# design 1

$ cat src/rtl/seq_alu.sv
// seq_alu: multi-cycle ALU with iterative shift-add multiply and restoring divide
module seq_alu #(
    parameter int WIDTH = 32
) (
    input  logic             clock,
    input  logic             reset,
    input  logic             start,
    input  logic [WIDTH-1:0] op1,
    input  logic [WIDTH-1:0] op2,
    input  logic [3:0]       selALU,
    output logic             busy,
    output logic             done,
    output logic [WIDTH-1:0] result,
    output logic [WIDTH-1:0] result_hi,
    output logic             div_by_zero
);
    localparam int CNT_W = $clog2(WIDTH) + 1;
    localparam logic [3:0] OP_MUL = 4'b0010;
    localparam logic [3:0] OP_DIV = 4'b0011;

    typedef enum logic [1:0] {IDLE, MUL, DIV, DONE} state_t;

    state_t             state, state_nxt;
    logic [CNT_W-1:0]   cnt;
    logic [WIDTH-1:0]   a, b, quick;
    logic [2*WIDTH-1:0] acc, mul_nxt, div_nxt;
    logic [WIDTH:0]     mul_sum, trial, diff;
    logic               last, div0;

    assign busy = state != IDLE;
    assign done = state == DONE;
    assign last = cnt == CNT_W'(WIDTH - 1);
    assign div0 = selALU == OP_DIV && op2 == '0;

    // accumulator upper half gains the multiplicand when the current multiplier bit is set, then shifts right
    assign mul_sum = {1'b0, acc[2*WIDTH-1:WIDTH]} + (b[0] ? {1'b0, a} : '0);
    assign mul_nxt = {mul_sum, acc[WIDTH-1:1]};

    // partial remainder shifts in the next dividend bit; a clear borrow means the subtraction is kept
    assign trial   = acc[2*WIDTH-1:WIDTH-1];
    assign diff    = trial - {1'b0, b};
    assign div_nxt = {diff[WIDTH] ? trial[WIDTH-1:0] : diff[WIDTH-1:0], acc[WIDTH-2:0], ~diff[WIDTH]};

    // results of every operation that completes at the accepting edge
    always_comb begin
        quick = '0;
        case (selALU)
            4'b0000: quick = op1 + op2;
            4'b0001: quick = op1 - op2;
            4'b0011: quick = '1;
            4'b0110: quick = ~op1;
            4'b1010: quick = {WIDTH{op1 == op2}};
            4'b1011: quick = {WIDTH{op1 != op2}};
            4'b1100: quick = {WIDTH{op1 > op2}};
            4'b1101: quick = {WIDTH{op1 < op2}};
            default: quick = '0;
        endcase
    end

    // state register
    always_ff @(posedge clock or posedge reset) begin
        if (reset) state <= IDLE;
        else       state <= state_nxt;
    end

    // next-state decode; DONE always lasts a single cycle
    always_comb begin
        state_nxt = state;
        case (state)
            IDLE:     if (start) state_nxt = selALU == OP_MUL ? MUL : (selALU == OP_DIV && op2 != '0) ? DIV : DONE;
            MUL, DIV: if (last) state_nxt = DONE;
            DONE:     state_nxt = IDLE;
            default:  state_nxt = IDLE;
        endcase
    end

    // operand capture, iteration datapath and output registers written only on entry to DONE
    always_ff @(posedge clock or posedge reset) begin
        if (reset) begin
            a           <= '0;
            b           <= '0;
            acc         <= '0;
            cnt         <= '0;
            result      <= '0;
            result_hi   <= '0;
            div_by_zero <= 1'b0;
        end else begin
            case (state)
                IDLE: if (start) begin
                    a   <= op1;
                    b   <= op2;
                    cnt <= '0;
                    acc <= selALU == OP_DIV ? {{WIDTH{1'b0}}, op1} : '0;
                    if (state_nxt == DONE) begin
                        result      <= quick;
                        result_hi   <= div0 ? op1 : '0;
                        div_by_zero <= div0;
                    end
                end
                MUL: begin
                    acc <= mul_nxt;
                    b   <= b >> 1;
                    cnt <= last ? cnt : cnt + CNT_W'(1);
                    if (last) begin
                        result      <= mul_nxt[WIDTH-1:0];
                        result_hi   <= mul_nxt[2*WIDTH-1:WIDTH];
                        div_by_zero <= 1'b0;
                    end
                end
                DIV: begin
                    acc <= div_nxt;
                    cnt <= last ? cnt : cnt + CNT_W'(1);
                    if (last) begin
                        result      <= div_nxt[WIDTH-1:0];
                        result_hi   <= div_nxt[2*WIDTH-1:WIDTH];
                        div_by_zero <= 1'b0;
                    end
                end
                default: ;
            endcase
        end
    end
endmodule

$ cat config.mk
export PLATFORM = sky130hd
export DESIGN_NAME = seq_alu
export DESIGN_NICKNAME = d
export VERILOG_FILES = /design/src/rtl/seq_alu.sv
export SDC_FILE = /design/constraint.sdc
export NUM_CORES = 1
export LEC_CHECK = 0
export CAP_MARGIN = 20
export CORE_MARGIN = 2
export CORE_UTILIZATION = 61
export DETAILED_ROUTE_END_ITERATION = 10
export PLACE_DENSITY = 0.82
export SYNTH_ARGS = -nofsm -noshare
export SYNTH_HDL_FRONTEND = slang
export SYNTH_SLANG_ARGS = --single-unit
$ cat constraint.sdc
create_clock -name clock -period 8.6 [get_ports clock]
set_input_delay 1.72 -clock clock [delete_from_list [all_inputs] [get_ports clock]]
set_output_delay 1.72 -clock clock [all_outputs]
set_load 0.005 [all_outputs]
# design 2

File: src/rtl/stage_sample_output_pkg.sv
// rtl/stage_sample_output_pkg.sv - shared widths and sample type for the sample output stage
// Purpose: sample and I2S slot widths used by stage_sample_output and sample_fifo.
// Ports: none (package).
package stage_sample_output_pkg;

    localparam int SAMPLE_WIDTH  = 16;
    localparam int I2S_SLOT_BITS = 16;
    // Left and right slots together make one I2S frame word.
    localparam int FRAME_BITS    = 2 * I2S_SLOT_BITS;

    typedef logic signed [SAMPLE_WIDTH-1:0] sample_t;

endpackage

File: src/rtl/stage_sample_output_fifo.sv
// rtl/stage_sample_output_fifo.sv - synchronous sample FIFO with registered level
// Purpose: small power-of-two FIFO between sample completion and I2S frame timing.
// Ports:
//   clk, rst_n      clock, asynchronous active-low reset
//   push, push_data write request and sample
//   pop             read request (ignored when empty)
//   head_data       sample at the FIFO head
//   level           registered occupancy
//   full, empty     pointer-derived status
module sample_fifo
    import stage_sample_output_pkg::*;
#(
    parameter int DEPTH = 4
) (
    input  logic                      clk,
    input  logic                      rst_n,
    input  logic                      push,
    input  logic [SAMPLE_WIDTH-1:0]   push_data,
    input  logic                      pop,
    output logic [SAMPLE_WIDTH-1:0]   head_data,
    output logic [$clog2(DEPTH):0]    level,
    output logic                      full,
    output logic                      empty
);

    localparam int PTR_W = $clog2(DEPTH);
    localparam logic [PTR_W:0] PTR_ONE = 1;

    // Pointers carry one extra wrap bit so full and empty are distinguishable.
    logic [PTR_W:0] wr_ptr_q, wr_ptr_d;
    logic [PTR_W:0] rd_ptr_q, rd_ptr_d;
    logic [PTR_W:0] level_q, level_d;
    sample_t        mem_q [DEPTH];
    sample_t        mem_d [DEPTH];
    logic           do_pop;
    logic           do_push;

    assign empty     = (wr_ptr_q == rd_ptr_q);
    assign full      = (wr_ptr_q[PTR_W-1:0] == rd_ptr_q[PTR_W-1:0]) &&
                       (wr_ptr_q[PTR_W] != rd_ptr_q[PTR_W]);
    // Pop is evaluated first, so a full FIFO that is popping accepts the push.
    assign do_pop    = pop && !empty;
    assign do_push   = push && (!full || do_pop);
    assign head_data = mem_q[rd_ptr_q[PTR_W-1:0]];
    assign level     = level_q;

    always_comb begin
        mem_d    = mem_q;
        wr_ptr_d = wr_ptr_q;
        rd_ptr_d = rd_ptr_q;
        level_d  = level_q;
        if (do_push) begin
            mem_d[wr_ptr_q[PTR_W-1:0]] = push_data;
            wr_ptr_d = wr_ptr_q + PTR_ONE;
        end
        if (do_pop) begin
            rd_ptr_d = rd_ptr_q + PTR_ONE;
        end
        if (do_push && !do_pop) begin
            level_d = level_q + PTR_ONE;
        end else if (do_pop && !do_push) begin
            level_d = level_q - PTR_ONE;
        end
    end

    always_ff @(posedge clk or negedge rst_n) begin
        if (!rst_n) begin
            wr_ptr_q <= '0;
            rd_ptr_q <= '0;
            level_q  <= '0;
            for (int i = 0; i < DEPTH; i++) begin
                mem_q[i] <= '0;
            end
        end else begin
            wr_ptr_q <= wr_ptr_d;
            rd_ptr_q <= rd_ptr_d;
            level_q  <= level_d;
            mem_q    <= mem_d;
        end
    end

endmodule

File: src/rtl/stage_sample_output.sv
// rtl/stage_sample_output.sv - buffers mono samples and serializes them as I2S
// Purpose: FIFO-buffered mono sample to I2S (16 bits per slot, same sample on
//   left and right), BCLK/LRCLK generated from i_Clock.
// Optional feature: define SAMPLE_OUTPUT_UNDERRUN_COUNT_EN to add o_UnderrunCount.
// Ports:
//   i_Clock, i_Reset_n     clock, asynchronous active-low reset
//   i_SampleReady/i_Sample one-cycle strobe with a completed signed sample
//   i_ClearFlags           clears o_Overflow (and the underrun counter)
//   o_FifoLevel            occupied FIFO slots
//   o_Overflow             sticky, a sample was dropped
//   o_Underrun             one-cycle pulse, frame started with the FIFO empty
//   o_BitClock, o_LRClock, o_SerialData  I2S BCLK, WS (0 = left), SD
//   o_UnderrunCount        saturating underrun counter (optional)
module stage_sample_output
    import stage_sample_output_pkg::*;
#(
    parameter int FIFO_DEPTH = 4,
    parameter int BCLK_DIV   = 2
) (
    input  logic                          i_Clock,
    input  logic                          i_Reset_n,
    input  logic                          i_SampleReady,
    input  logic [SAMPLE_WIDTH-1:0]       i_Sample,
    input  logic                          i_ClearFlags,
    output logic [$clog2(FIFO_DEPTH):0]   o_FifoLevel,
    output logic                          o_Overflow,
    output logic                          o_Underrun,
    output logic                          o_BitClock,
    output logic                          o_LRClock,
    output logic                          o_SerialData
`ifdef SAMPLE_OUTPUT_UNDERRUN_COUNT_EN
    ,
    output logic [15:0]                   o_UnderrunCount
`endif
);

    localparam int DIV_W  = (BCLK_DIV > 1) ? $clog2(BCLK_DIV) : 1;
    localparam int SLOT_W = $clog2(FRAME_BITS);
    localparam logic [DIV_W-1:0]  DIV_LAST  = DIV_W'(BCLK_DIV - 1);
    localparam logic [DIV_W-1:0]  DIV_ONE   = 1;
    localparam logic [SLOT_W-1:0] SLOT_LAST = '1;
    localparam logic [SLOT_W-1:0] SLOT_ONE  = 1;
    localparam logic [SLOT_W-1:0] SLOT_WS_R = SLOT_W'(I2S_SLOT_BITS);

    logic [DIV_W-1:0]      div_q, div_d;
    logic                  bclk_q, bclk_d;
    logic                  lrclk_q, lrclk_d;
    logic                  sd_q, sd_d;
    logic [SLOT_W-1:0]     slot_q, slot_d;
    sample_t               held_q, held_d;
    logic [FRAME_BITS-1:0] shift_q, shift_d;
    logic                  underrun_q, underrun_d;
    logic                  overflow_q, overflow_d;

    logic                  div_wrap;
    logic                  shift_ev;
    logic                  frame_start;
    logic                  overflow_ev;
    logic [SAMPLE_WIDTH-1:0] fifo_head;
    logic                  fifo_full;
    logic                  fifo_empty;

    sample_fifo #(
        .DEPTH (FIFO_DEPTH)
    ) u_fifo (
        .clk       (i_Clock),
        .rst_n     (i_Reset_n),
        .push      (i_SampleReady),
        .push_data (i_Sample),
        .pop       (frame_start),
        .head_data (fifo_head),
        .level     (o_FifoLevel),
        .full      (fifo_full),
        .empty     (fifo_empty)
    );

    always_comb begin
        div_wrap    = (div_q == DIV_LAST);
        div_d       = div_wrap ? '0 : div_q + DIV_ONE;
        bclk_d      = div_wrap ? ~bclk_q : bclk_q;
        // BCLK falling edge is the only point where slot state advances.
        shift_ev    = div_wrap && bclk_q;
        frame_start = shift_ev && (slot_q == SLOT_LAST);
        slot_d      = shift_ev ? slot_q + SLOT_ONE : slot_q;

        held_d      = (frame_start && !fifo_empty) ? sample_t'(fifo_head) : held_q;

        // After 31 shifts the MSB holds the old frame's bit 0, which is exactly
        // what slot 0 must carry, so SD always takes the MSB on a shift event.
        sd_d        = shift_ev ? shift_q[FRAME_BITS-1] : sd_q;
        if (frame_start) begin
            shift_d = {held_d, held_d};
        end else if (shift_ev) begin
            shift_d = {shift_q[FRAME_BITS-2:0], 1'b0};
        end else begin
            shift_d = shift_q;
        end

        lrclk_d = lrclk_q;
        if (frame_start) begin
            lrclk_d = 1'b0;
        end else if (shift_ev && (slot_d == SLOT_WS_R)) begin
            lrclk_d = 1'b1;
        end

        underrun_d  = frame_start && fifo_empty;
        // A pop in the same cycle frees a slot, so only a non-popping full FIFO drops.
        overflow_ev = i_SampleReady && fifo_full && !frame_start;
        if (overflow_ev) begin
            overflow_d = 1'b1;
        end else if (i_ClearFlags) begin
            overflow_d = 1'b0;
        end else begin
            overflow_d = overflow_q;
        end
    end

    always_ff @(posedge i_Clock or negedge i_Reset_n) begin
        if (!i_Reset_n) begin
            div_q      <= '0;
            bclk_q     <= 1'b0;
            lrclk_q    <= 1'b1;
            sd_q       <= 1'b0;
            slot_q     <= SLOT_LAST;
            held_q     <= '0;
            shift_q    <= '0;
            underrun_q <= 1'b0;
            overflow_q <= 1'b0;
        end else begin
            div_q      <= div_d;
            bclk_q     <= bclk_d;
            lrclk_q    <= lrclk_d;
            sd_q       <= sd_d;
            slot_q     <= slot_d;
            held_q     <= held_d;
            shift_q    <= shift_d;
            underrun_q <= underrun_d;
            overflow_q <= overflow_d;
        end
    end

    assign o_BitClock   = bclk_q;
    assign o_LRClock    = lrclk_q;
    assign o_SerialData = sd_q;
    assign o_Underrun   = underrun_q;
    assign o_Overflow   = overflow_q;

`ifdef SAMPLE_OUTPUT_UNDERRUN_COUNT_EN
    logic [15:0] urun_cnt_q, urun_cnt_d;

    always_comb begin
        if (underrun_d) begin
            urun_cnt_d = (urun_cnt_q == 16'hffff) ? urun_cnt_q : urun_cnt_q + 16'd1;
        end else if (i_ClearFlags) begin
            urun_cnt_d = 16'd0;
        end else begin
            urun_cnt_d = urun_cnt_q;
        end
    end

    always_ff @(posedge i_Clock or negedge i_Reset_n) begin
        if (!i_Reset_n) begin
            urun_cnt_q <= 16'd0;
        end else begin
            urun_cnt_q <= urun_cnt_d;
        end
    end

    assign o_UnderrunCount = urun_cnt_q;
`endif

endmodule

File: config.mk
export PLATFORM = sky130hd
export DESIGN_NAME = stage_sample_output
export DESIGN_NICKNAME = d
export VERILOG_FILES = /design/src/rtl/stage_sample_output_pkg.sv /design/src/rtl/stage_sample_output_fifo.sv /design/src/rtl/stage_sample_output.sv
export SDC_FILE = /design/constraint.sdc
export NUM_CORES = 1
export LEC_CHECK = 0
export ABC_AREA = 1
export CAP_MARGIN = 15
export CORE_MARGIN = 5
export CORE_UTILIZATION = 40
export CTS_BUF_LIST = sky130_fd_sc_hd__clkbuf_16
export DETAILED_ROUTE_END_ITERATION = 16
export GPL_ROUTABILITY_DRIVEN = 1
export PLACE_DENSITY = 0.58
export SYNTH_ARGS = -nofsm -noshare
export SYNTH_HDL_FRONTEND = slang
export SYNTH_SLANG_ARGS = --single-unit
export TNS_END_PERCENT = 10
File: constraint.sdc
create_clock -name i_Clock -period 2.55 [get_ports i_Clock]
set_input_delay 0.51 -clock i_Clock [delete_from_list [all_inputs] [get_ports i_Clock]]
set_output_delay 0.51 -clock i_Clock [all_outputs]
set_load 0.05 [all_outputs]
### Placement by cell class, design 1

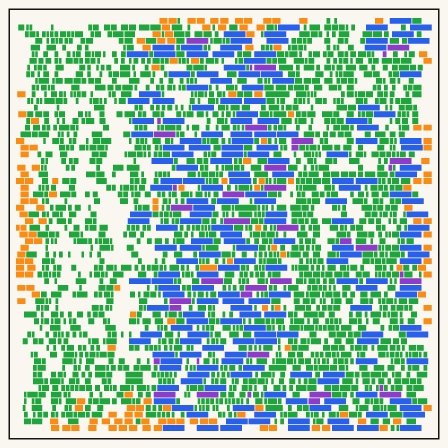
Key: blue = flip-flops [cells 201, share of their area 26%]; green = all other logic [cells 1868, share of their area 62%]; orange = other buffers and delay cells [cells 159, share of their area 7.9%]; purple = clock drivers and dummy loads [cells 39, share of their area 3.7%]
fin area: 19900 sq um
core footprint: 28600 sq um

==> GITHUB_STEP_SUMMARY, design 1 <==
## PnR job results

| Metric | Value |
|---|---|
| CP delay by family, top | `simple AND/OR/NAND/NOR gates` |
| P&R area growth vs syn | `12.4%` |
| LEAKAGE | `8.75 nW` |
| Yosys chip area | `~18000 sq um` |
| Max reg flops | `approximately 64` |
| Seq pwr share | `22.9%` |
| Ys cells | `between 2000 and 2500` |
| Synth Cell Area | `17700 sq um` |
| Number of setup buffers added after CTS | `0` |
| Fraction of layout cells with a size suffix above 1 | `6.66%` |
| Routed vias/inst | `6.74` |
| Yosys top cell by area | `dfrtp_1` |
| Critical-path cell list | `clkdlybuf4s50_1, ha_1, fa_1, nor2b_1, o211ai_1, a21oi_1, o21ba_2, a31oi_2, o31ai_2, mux2_4, nand3_2, nor2_2, a31oi_1` |
| FILL cells | `2324` |
| Crit path from | `op2[0]` |
| Post-cts gate resize count | `0` |
| Post-Layout Cell Count | `2651` |
| Cell Int Power | `0.00387 W` |
| Seq share, synth | `28.4%` |
| CP Launch Type | `primary input` |
| Clock Pin Slew Worst Setup and Hold Paths | `0.06 ns` |
| Relative slew slack | `25.3%` |
| Non-clk invs | `124` |
| Wl on met1 | `26.3 mm` |
| Run status | `finished clean` |
| Met1 GRT Util | `58.5%` |
| Pwr top | `combinational logic` |
| XOR/XNOR Fraction of Synth Area | `just under 4%` |
| Maximum net fanout on the critical path | `20` |
-- design 1: worst reg2reg max path, delay by kind of cell, from the launching register on --
| kind | cells | cell delay, ns |
|---|---|---|
| multiplexers | 1 | 0.41 |
| adder cells (fa/ha/maj) | 2 | 0.63 |
| AND-OR/OR-AND | 5 | 1.55 |
| AND/OR/NAND/NOR | 3 | 0.49 |
| flip-flops | 1 | 0.47 |
| buffers and inverters | 3 | 0.71 |
| XOR/XNOR | 1 | 0.19 |
### Sequential cells grouped by signal name, design 2

Bar = 50 microns. Other sequential cells in the stronger grey, the rest of the logic in the fainter grey.
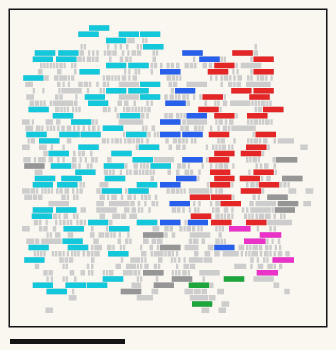
Key: green = u_fifo.level [sequential cells 3]; red = shift_q [sequential cells 32]; magenta = slot_q [sequential cells 5, where lower right]; blue = held_q [sequential cells 16]; cyan = u_fifo.mem_q [sequential cells 64]
utilization after layout: 48.1%
Seq area share: 43.5%
Seq power: 0.00292 W

==> GITHUB_STEP_SUMMARY, design 2 <==
## PnR job results

| Metric | Value |
|---|---|
| Run status | `finished clean` |
| WL met2 | `between 7 and 8 mm` |
| Late-Pin Clk Latency | `0.41 ns` |
| Syn avg cell area | `8.14 sq um` |
| Vias | `5169` |
| Top Layer Used | `met4` |
| Max-slew violations | `0` |
| Largest net degree at the start of global routing | `roughly 71` |
| Sum Neg Setup Slack | `0 ns` |
| Reg-to-Reg End | `u_fifo.level[2]$_DFFE_PN0P_` |
| First-pass GRT wire length | `26.0 mm` |
| Top Layout Cells | `nand2_1, dfrtp_1, inv_1, nand3_1, nand4_1` |
| Crit path from | `slot_q[0]$_DFF_PN1_` |
| LEAKAGE | `roughly 3.9 nW` |
| Grt met2 use | `28.1%` |
| Clk pwr | `0.00248 W` |
| Vias in the first global route | `5077` |
| Dpl hpwl | `between 9 and 10 mm` |
| GR peak layer | `met2` |
| Die Span Y | `~140 microns` |
| Hold Buf Count CTS | `0` |
| XOR/XNOR Fraction of Synth Area | `0.679%` |
| Wl on met1 | `slightly above 7 mm` |
| Die Area | `18800 sq um` |
| Post-synth ARST share | `100%` |
## design 2: synth_stat cells (2+ instances only)
cell type and count:
nand3_4 2, dfstp_2 6, nand2_2 3, nand3_2 4, buf_1 13, inv_2 3, nor2_1 7, and2_1 16
xnor2_1 3, buf_4 2, nand4_1 65, inv_1 93, nand2_1 290, buf_2 17, o21ai_0 6, xor2_1 2
clkbuf_1 11, nor3_1 2, dfrtp_1 126, o22ai_1 31, ha_1 8, buf_6 6, nand3_1 69
## design 2: timing repair
item,in CTS,in global routing
endpoints found under the setup margin,0,37
setup buffers,0,2
gates resized,0,10
endpoints found under the hold margin,0,0

# design 3

### Placement by cell class, design 3

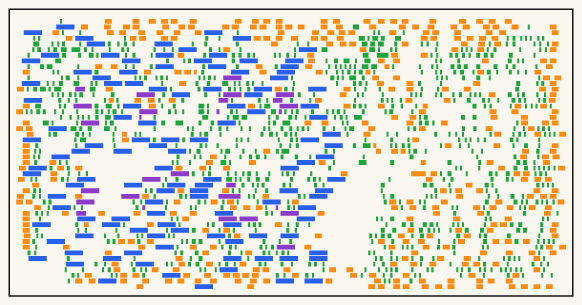
[src/rtl/id_ex_operand_stage_if.sv]
// id_ex_operand_stage_if: fetch, register-file, forwarding and ID/EX output bundle of the operand stage
interface id_ex_operand_stage_if #(parameter int XLEN = 32, parameter int CNT_W = 16);
   logic             if_valid;
   logic [31:0]      if_instr;
   logic [XLEN-1:0]  if_pc;
   logic             if_ready;
   logic             flush;
   logic [4:0]       rf_read_address_1;
   logic [4:0]       rf_read_address_2;
   logic [XLEN-1:0]  rf_data_1;
   logic [XLEN-1:0]  rf_data_2;
   logic             exmem_valid;
   logic             exmem_reg_write;
   logic [4:0]       exmem_rd;
   logic [XLEN-1:0]  exmem_result;
   logic             memwb_valid;
   logic             memwb_reg_write;
   logic [4:0]       memwb_rd;
   logic [XLEN-1:0]  memwb_result;
   logic             e_valid;
   logic [XLEN-1:0]  e_pc;
   logic [31:0]      e_instr;
   logic [4:0]       e_rd;
   logic             e_is_load;
   logic [XLEN-1:0]  e_imm;
   logic [XLEN-1:0]  e_op_a;
   logic [XLEN-1:0]  e_op_b;
   logic [1:0]       e_fwd_a;
   logic [1:0]       e_fwd_b;
   logic [CNT_W-1:0] stall_count;
   modport slave (
      input  if_valid, if_instr, if_pc, flush, rf_data_1, rf_data_2,
             exmem_valid, exmem_reg_write, exmem_rd, exmem_result,
             memwb_valid, memwb_reg_write, memwb_rd, memwb_result,
      output if_ready, rf_read_address_1, rf_read_address_2,
             e_valid, e_pc, e_instr, e_rd, e_is_load, e_imm,
             e_op_a, e_op_b, e_fwd_a, e_fwd_b, stall_count
   );
   modport master (
      output if_valid, if_instr, if_pc, flush, rf_data_1, rf_data_2,
             exmem_valid, exmem_reg_write, exmem_rd, exmem_result,
             memwb_valid, memwb_reg_write, memwb_rd, memwb_result,
      input  if_ready, rf_read_address_1, rf_read_address_2,
             e_valid, e_pc, e_instr, e_rd, e_is_load, e_imm,
             e_op_a, e_op_b, e_fwd_a, e_fwd_b, stall_count
   );
endinterface

[src/rtl/id_ex_operand_stage.sv]
// id_ex_operand_stage: decode into the ID/EX register with EX/MEM and MEM/WB forwarding and load-use bubbles
module id_ex_operand_stage #(
   parameter int XLEN  = 32,
   parameter int CNT_W = 16
) (
   input logic                    clock,
   input logic                    reset,
   id_ex_operand_stage_if.slave   bus
);
   localparam logic [6:0] OP_IMM = 7'b0010011, OP_LOAD = 7'b0000011, OP_JALR = 7'b1100111,
                          OP_S = 7'b0100011, OP_B = 7'b1100011, OP_LUI = 7'b0110111,
                          OP_AUIPC = 7'b0010111, OP_JAL = 7'b1101111, OP_R = 7'b0110011;
   logic             e_valid_q, e_valid_d, e_is_load_q, e_is_load_d;
   logic [XLEN-1:0]  e_pc_q, e_pc_d, e_imm_q, e_imm_d;
   logic [31:0]      e_instr_q, e_instr_d, imm32;
   logic [4:0]       e_rd_q, e_rd_d, rs1, rs2;
   logic [CNT_W-1:0] stall_count_q, stall_count_d;
   logic [6:0]       opc;
   logic             stall, capture;
   function automatic logic uses_rs1(input logic [6:0] op);
      return !(op == OP_LUI || op == OP_AUIPC || op == OP_JAL);
   endfunction
   function automatic logic uses_rs2(input logic [6:0] op);
      return op == OP_R || op == OP_S || op == OP_B;
   endfunction
   // x0 never forwards; EX/MEM outranks MEM/WB because it is the younger producer
   function automatic logic [1:0] fwd_sel(input logic use_it, input logic [4:0] rs,
                                          input logic ex_ok, input logic [4:0] ex_rd,
                                          input logic wb_ok, input logic [4:0] wb_rd);
      return (!use_it || rs == 5'd0) ? 2'd0 : (ex_ok && ex_rd == rs) ? 2'd1 :
             (wb_ok && wb_rd == rs) ? 2'd2 : 2'd0;
   endfunction
   always_comb begin
      opc = bus.if_instr[6:0];
      rs1 = bus.if_instr[19:15];
      rs2 = bus.if_instr[24:20];
      imm32 = (opc == OP_IMM || opc == OP_LOAD || opc == OP_JALR) ? {{20{bus.if_instr[31]}}, bus.if_instr[31:20]} :
              (opc == OP_S) ? {{20{bus.if_instr[31]}}, bus.if_instr[31:25], bus.if_instr[11:7]} :
              (opc == OP_B) ? {{20{bus.if_instr[31]}}, bus.if_instr[7], bus.if_instr[30:25], bus.if_instr[11:8], 1'b0} :
              (opc == OP_LUI || opc == OP_AUIPC) ? {bus.if_instr[31:12], 12'b0} :
              (opc == OP_JAL) ? {{12{bus.if_instr[31]}}, bus.if_instr[19:12], bus.if_instr[20], bus.if_instr[30:21], 1'b0} :
              32'd0;
      stall = e_valid_q & e_is_load_q & (e_rd_q != 5'd0) & bus.if_valid &
              ((uses_rs1(opc) & rs1 == e_rd_q) | (uses_rs2(opc) & rs2 == e_rd_q));
      capture = ~bus.flush & ~stall;
      e_valid_d = capture & bus.if_valid;
      e_pc_d = capture ? bus.if_pc : e_pc_q;
      e_instr_d = capture ? bus.if_instr : e_instr_q;
      e_rd_d = !capture ? e_rd_q : (opc == OP_S || opc == OP_B) ? 5'd0 : bus.if_instr[11:7];
      e_is_load_d = capture ? (opc == OP_LOAD) : e_is_load_q;
      e_imm_d = capture ? XLEN'($signed(imm32)) : e_imm_q;
      stall_count_d = (stall & ~bus.flush & ~&stall_count_q) ? stall_count_q + CNT_W'(1) : stall_count_q;
   end
   always_ff @(posedge clock or posedge reset) begin
      if (reset) begin
         e_valid_q <= 1'b0;
         e_pc_q <= '0;
         e_instr_q <= '0;
         e_rd_q <= '0;
         e_is_load_q <= 1'b0;
         e_imm_q <= '0;
         stall_count_q <= '0;
      end else begin
         e_valid_q <= e_valid_d;
         e_pc_q <= e_pc_d;
         e_instr_q <= e_instr_d;
         e_rd_q <= e_rd_d;
         e_is_load_q <= e_is_load_d;
         e_imm_q <= e_imm_d;
         stall_count_q <= stall_count_d;
      end
   end
   always_comb begin
      bus.if_ready = ~stall;
      bus.rf_read_address_1 = rs1;
      bus.rf_read_address_2 = rs2;
      bus.e_valid = e_valid_q;
      bus.e_pc = e_pc_q;
      bus.e_instr = e_instr_q;
      bus.e_rd = e_rd_q;
      bus.e_is_load = e_is_load_q;
      bus.e_imm = e_imm_q;
      bus.stall_count = stall_count_q;
      bus.e_fwd_a = fwd_sel(e_valid_q & uses_rs1(e_instr_q[6:0]), e_instr_q[19:15],
                            bus.exmem_valid & bus.exmem_reg_write, bus.exmem_rd,
                            bus.memwb_valid & bus.memwb_reg_write, bus.memwb_rd);
      bus.e_fwd_b = fwd_sel(e_valid_q & uses_rs2(e_instr_q[6:0]), e_instr_q[24:20],
                            bus.exmem_valid & bus.exmem_reg_write, bus.exmem_rd,
                            bus.memwb_valid & bus.memwb_reg_write, bus.memwb_rd);
      bus.e_op_a = (bus.e_fwd_a == 2'd1) ? bus.exmem_result : (bus.e_fwd_a == 2'd2) ? bus.memwb_result : bus.rf_data_1;
      bus.e_op_b = (bus.e_fwd_b == 2'd1) ? bus.exmem_result : (bus.e_fwd_b == 2'd2) ? bus.memwb_result : bus.rf_data_2;
   end
endmodule
[src/flat_wrapper.sv]
// flat-port wrapper written by rule: the top's interface ports become plain ports
module id_ex_operand_stage_flat 
#(
   parameter int XLEN  = 32,
   parameter int CNT_W = 16
)
  (clock, reset, bus_if_valid, bus_if_instr, bus_if_pc, bus_flush, bus_rf_data_1, bus_rf_data_2, bus_exmem_valid, bus_exmem_reg_write, bus_exmem_rd, bus_exmem_result, bus_memwb_valid, bus_memwb_reg_write, bus_memwb_rd, bus_memwb_result, bus_if_ready, bus_rf_read_address_1, bus_rf_read_address_2, bus_e_valid, bus_e_pc, bus_e_instr, bus_e_rd, bus_e_is_load, bus_e_imm, bus_e_op_a, bus_e_op_b, bus_e_fwd_a, bus_e_fwd_b, bus_stall_count);
  id_ex_operand_stage_if #(.XLEN(XLEN), .CNT_W(CNT_W)) bus_i ();
  input logic clock;
  input logic reset;
  input wire logic [$bits(bus_i.if_valid)-1:0] bus_if_valid;
  input wire logic [$bits(bus_i.if_instr)-1:0] bus_if_instr;
  input wire logic [$bits(bus_i.if_pc)-1:0] bus_if_pc;
  input wire logic [$bits(bus_i.flush)-1:0] bus_flush;
  input wire logic [$bits(bus_i.rf_data_1)-1:0] bus_rf_data_1;
  input wire logic [$bits(bus_i.rf_data_2)-1:0] bus_rf_data_2;
  input wire logic [$bits(bus_i.exmem_valid)-1:0] bus_exmem_valid;
  input wire logic [$bits(bus_i.exmem_reg_write)-1:0] bus_exmem_reg_write;
  input wire logic [$bits(bus_i.exmem_rd)-1:0] bus_exmem_rd;
  input wire logic [$bits(bus_i.exmem_result)-1:0] bus_exmem_result;
  input wire logic [$bits(bus_i.memwb_valid)-1:0] bus_memwb_valid;
  input wire logic [$bits(bus_i.memwb_reg_write)-1:0] bus_memwb_reg_write;
  input wire logic [$bits(bus_i.memwb_rd)-1:0] bus_memwb_rd;
  input wire logic [$bits(bus_i.memwb_result)-1:0] bus_memwb_result;
  output wire logic [$bits(bus_i.if_ready)-1:0] bus_if_ready;
  output wire logic [$bits(bus_i.rf_read_address_1)-1:0] bus_rf_read_address_1;
  output wire logic [$bits(bus_i.rf_read_address_2)-1:0] bus_rf_read_address_2;
  output wire logic [$bits(bus_i.e_valid)-1:0] bus_e_valid;
  output wire logic [$bits(bus_i.e_pc)-1:0] bus_e_pc;
  output wire logic [$bits(bus_i.e_instr)-1:0] bus_e_instr;
  output wire logic [$bits(bus_i.e_rd)-1:0] bus_e_rd;
  output wire logic [$bits(bus_i.e_is_load)-1:0] bus_e_is_load;
  output wire logic [$bits(bus_i.e_imm)-1:0] bus_e_imm;
  output wire logic [$bits(bus_i.e_op_a)-1:0] bus_e_op_a;
  output wire logic [$bits(bus_i.e_op_b)-1:0] bus_e_op_b;
  output wire logic [$bits(bus_i.e_fwd_a)-1:0] bus_e_fwd_a;
  output wire logic [$bits(bus_i.e_fwd_b)-1:0] bus_e_fwd_b;
  output wire logic [$bits(bus_i.stall_count)-1:0] bus_stall_count;
  assign bus_i.if_valid = bus_if_valid;
  assign bus_i.if_instr = bus_if_instr;
  assign bus_i.if_pc = bus_if_pc;
  assign bus_i.flush = bus_flush;
  assign bus_i.rf_data_1 = bus_rf_data_1;
  assign bus_i.rf_data_2 = bus_rf_data_2;
  assign bus_i.exmem_valid = bus_exmem_valid;
  assign bus_i.exmem_reg_write = bus_exmem_reg_write;
  assign bus_i.exmem_rd = bus_exmem_rd;
  assign bus_i.exmem_result = bus_exmem_result;
  assign bus_i.memwb_valid = bus_memwb_valid;
  assign bus_i.memwb_reg_write = bus_memwb_reg_write;
  assign bus_i.memwb_rd = bus_memwb_rd;
  assign bus_i.memwb_result = bus_memwb_result;
  assign bus_if_ready = bus_i.if_ready;
  assign bus_rf_read_address_1 = bus_i.rf_read_address_1;
  assign bus_rf_read_address_2 = bus_i.rf_read_address_2;
  assign bus_e_valid = bus_i.e_valid;
  assign bus_e_pc = bus_i.e_pc;
  assign bus_e_instr = bus_i.e_instr;
  assign bus_e_rd = bus_i.e_rd;
  assign bus_e_is_load = bus_i.e_is_load;
  assign bus_e_imm = bus_i.e_imm;
  assign bus_e_op_a = bus_i.e_op_a;
  assign bus_e_op_b = bus_i.e_op_b;
  assign bus_e_fwd_a = bus_i.e_fwd_a;
  assign bus_e_fwd_b = bus_i.e_fwd_b;
  assign bus_stall_count = bus_i.stall_count;
  id_ex_operand_stage #(.XLEN(XLEN), .CNT_W(CNT_W)) u_core (.clock(clock), .reset(reset), .bus(bus_i));
endmodule
[config.mk]
export PLATFORM = sky130hd
export DESIGN_NAME = id_ex_operand_stage_flat
export DESIGN_NICKNAME = d
export VERILOG_FILES = /design/src/rtl/id_ex_operand_stage_if.sv /design/src/rtl/id_ex_operand_stage.sv /design/src/flat_wrapper.sv
export SDC_FILE = /design/constraint.sdc
export NUM_CORES = 1
export LEC_CHECK = 0
export ABC_AREA = 1
export CELL_PAD_IN_SITES_DETAIL_PLACEMENT = 1
export CELL_PAD_IN_SITES_GLOBAL_PLACEMENT = 2
export CORE_ASPECT_RATIO = 0.5
export CORE_MARGIN = 2
export CORE_UTILIZATION = 22
export DETAILED_ROUTE_END_ITERATION = 12
export GPL_ROUTABILITY_DRIVEN = 0
export PLACE_DENSITY_LB_ADDON = 0.1
export RECOVER_POWER = 100
export SYNTH_ARGS = -nofsm -noshare
export SYNTH_HDL_FRONTEND = slang
export SYNTH_SLANG_ARGS = --single-unit
[constraint.sdc]
create_clock -name clock -period 9 [get_ports clock]
set_clock_uncertainty 0.15 [all_clocks]
set_input_delay 2.25 -clock clock [delete_from_list [all_inputs] [get_ports clock]]
set_output_delay 2.25 -clock clock [all_outputs]
set_load 0.01 [all_outputs]
==> GITHUB_STEP_SUMMARY <==
## PnR job results

| Metric | Value |
|---|---|
| Run status | `finished with violations` |
| Failing checks | `max-capacitance violations, max-slew violations` |
| Worst EP arrival | `5.73 ns` |
| CTS root buf | `clkbuf_16` |
| Gr usage total | `19.8%` |
| WS Path Type | `primary input to output pin` |
| Seq power | `0.000596 W` |
| Max clock buf depth | `2` |
| FF+latch count | `119` |
| GR Layer Usage met3 | `3.29%` |
| Late-Pin Clk Latency | `0.41 ns` |
| Max-Cap Viols | `4` |
| Most frequent logic cell in the layout | `nand2_1` |
| Max-slew violations | `203` |
| Die Span Y | `about 140 microns` |
Notes on 'Placement by cell class' of design 3 above:
Key: orange = other buffers and delay cells [cells 419, share of their area 34%]; blue = flip-flops [cells 119, share of their area 25%]; purple = clock drivers and dummy loads [cells 28, share of their area 4.5%]; green = all other logic [cells 971, share of their area 37%]

==> worst paths after layout <==
path	end	slack, ns	cells past startpoint
max	bus_e_op_a[28]	0.87	10
min	u_core.bus.e_pc[21]$_DFFE_PP0P_	0.31	2
max reg2reg	u_core.bus.e_imm[19]$_DFFE_PP0P_	4.23	8
min reg2reg	u_core.bus.e_pc[21]$_DFFE_PP0P_	0.31	2
max in group asynchronous	u_core.bus.e_imm[3]$_DFFE_PP0P_	3.21	3
min in group asynchronous	u_core.bus.e_pc[16]$_DFFE_PP0P_	2.76	2


==> layout pictures side by side <==
The metal 3 layer.
panel A
Bar = 100 microns.
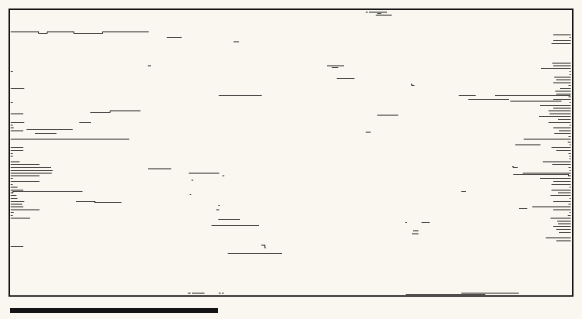
panel B
Bar = 50 microns.
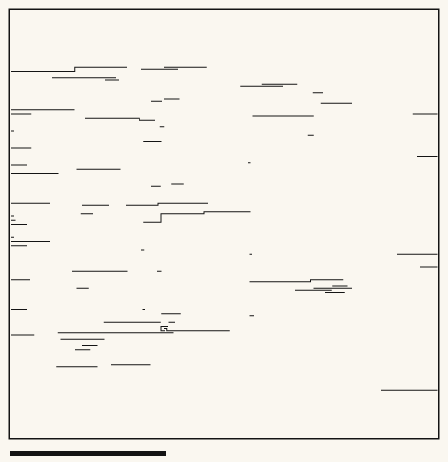
panel C
Bar = 50 microns.
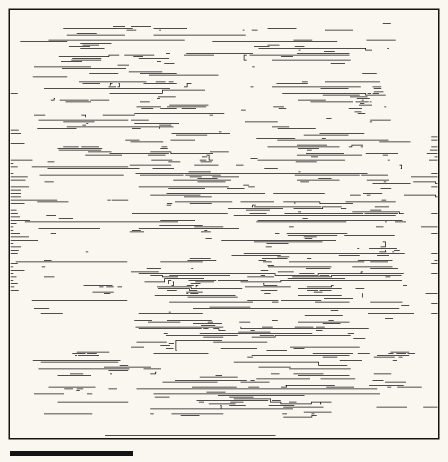
The one with the smallest die is panel B.
The one with the largest die is panel A.
Panel C comes from design 1.
Panel B comes from design 2.
Panel A comes from design 3.

Key to panel B:
The layer carries 662 microns of wire. The wires run mostly horizontal. The longest straight run is 36.8 microns. 45 nets have wire on it.


==> notes/layouts.md <==
Pictures saved along the way, in no particular order.

Cell placement.
(a)
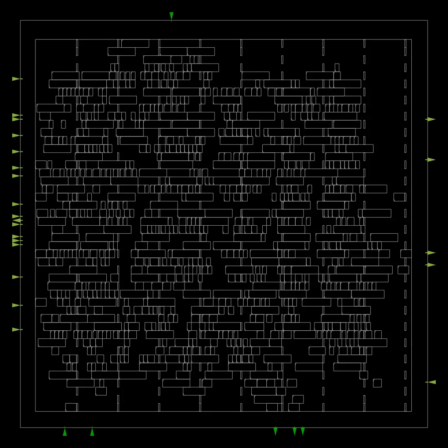
(b)
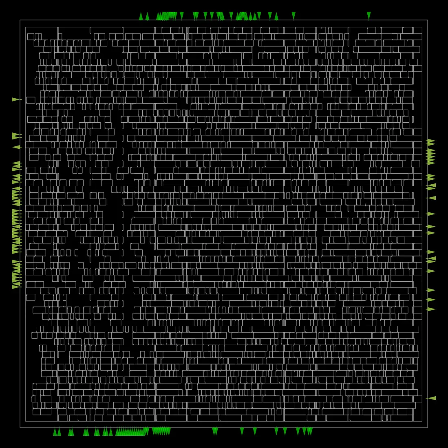
(c)
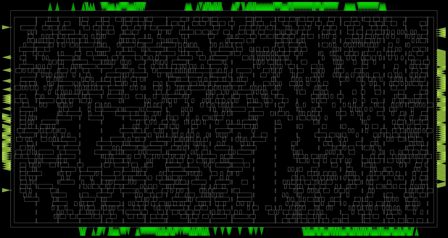
- fewest cells: (a)
- highest utilization: (b)
| from | picture |
|---|---|
| design 2 | (a) |
| design 3 | (c) |
| design 1 | (b) |

Power and IR drop assume default switching activity.
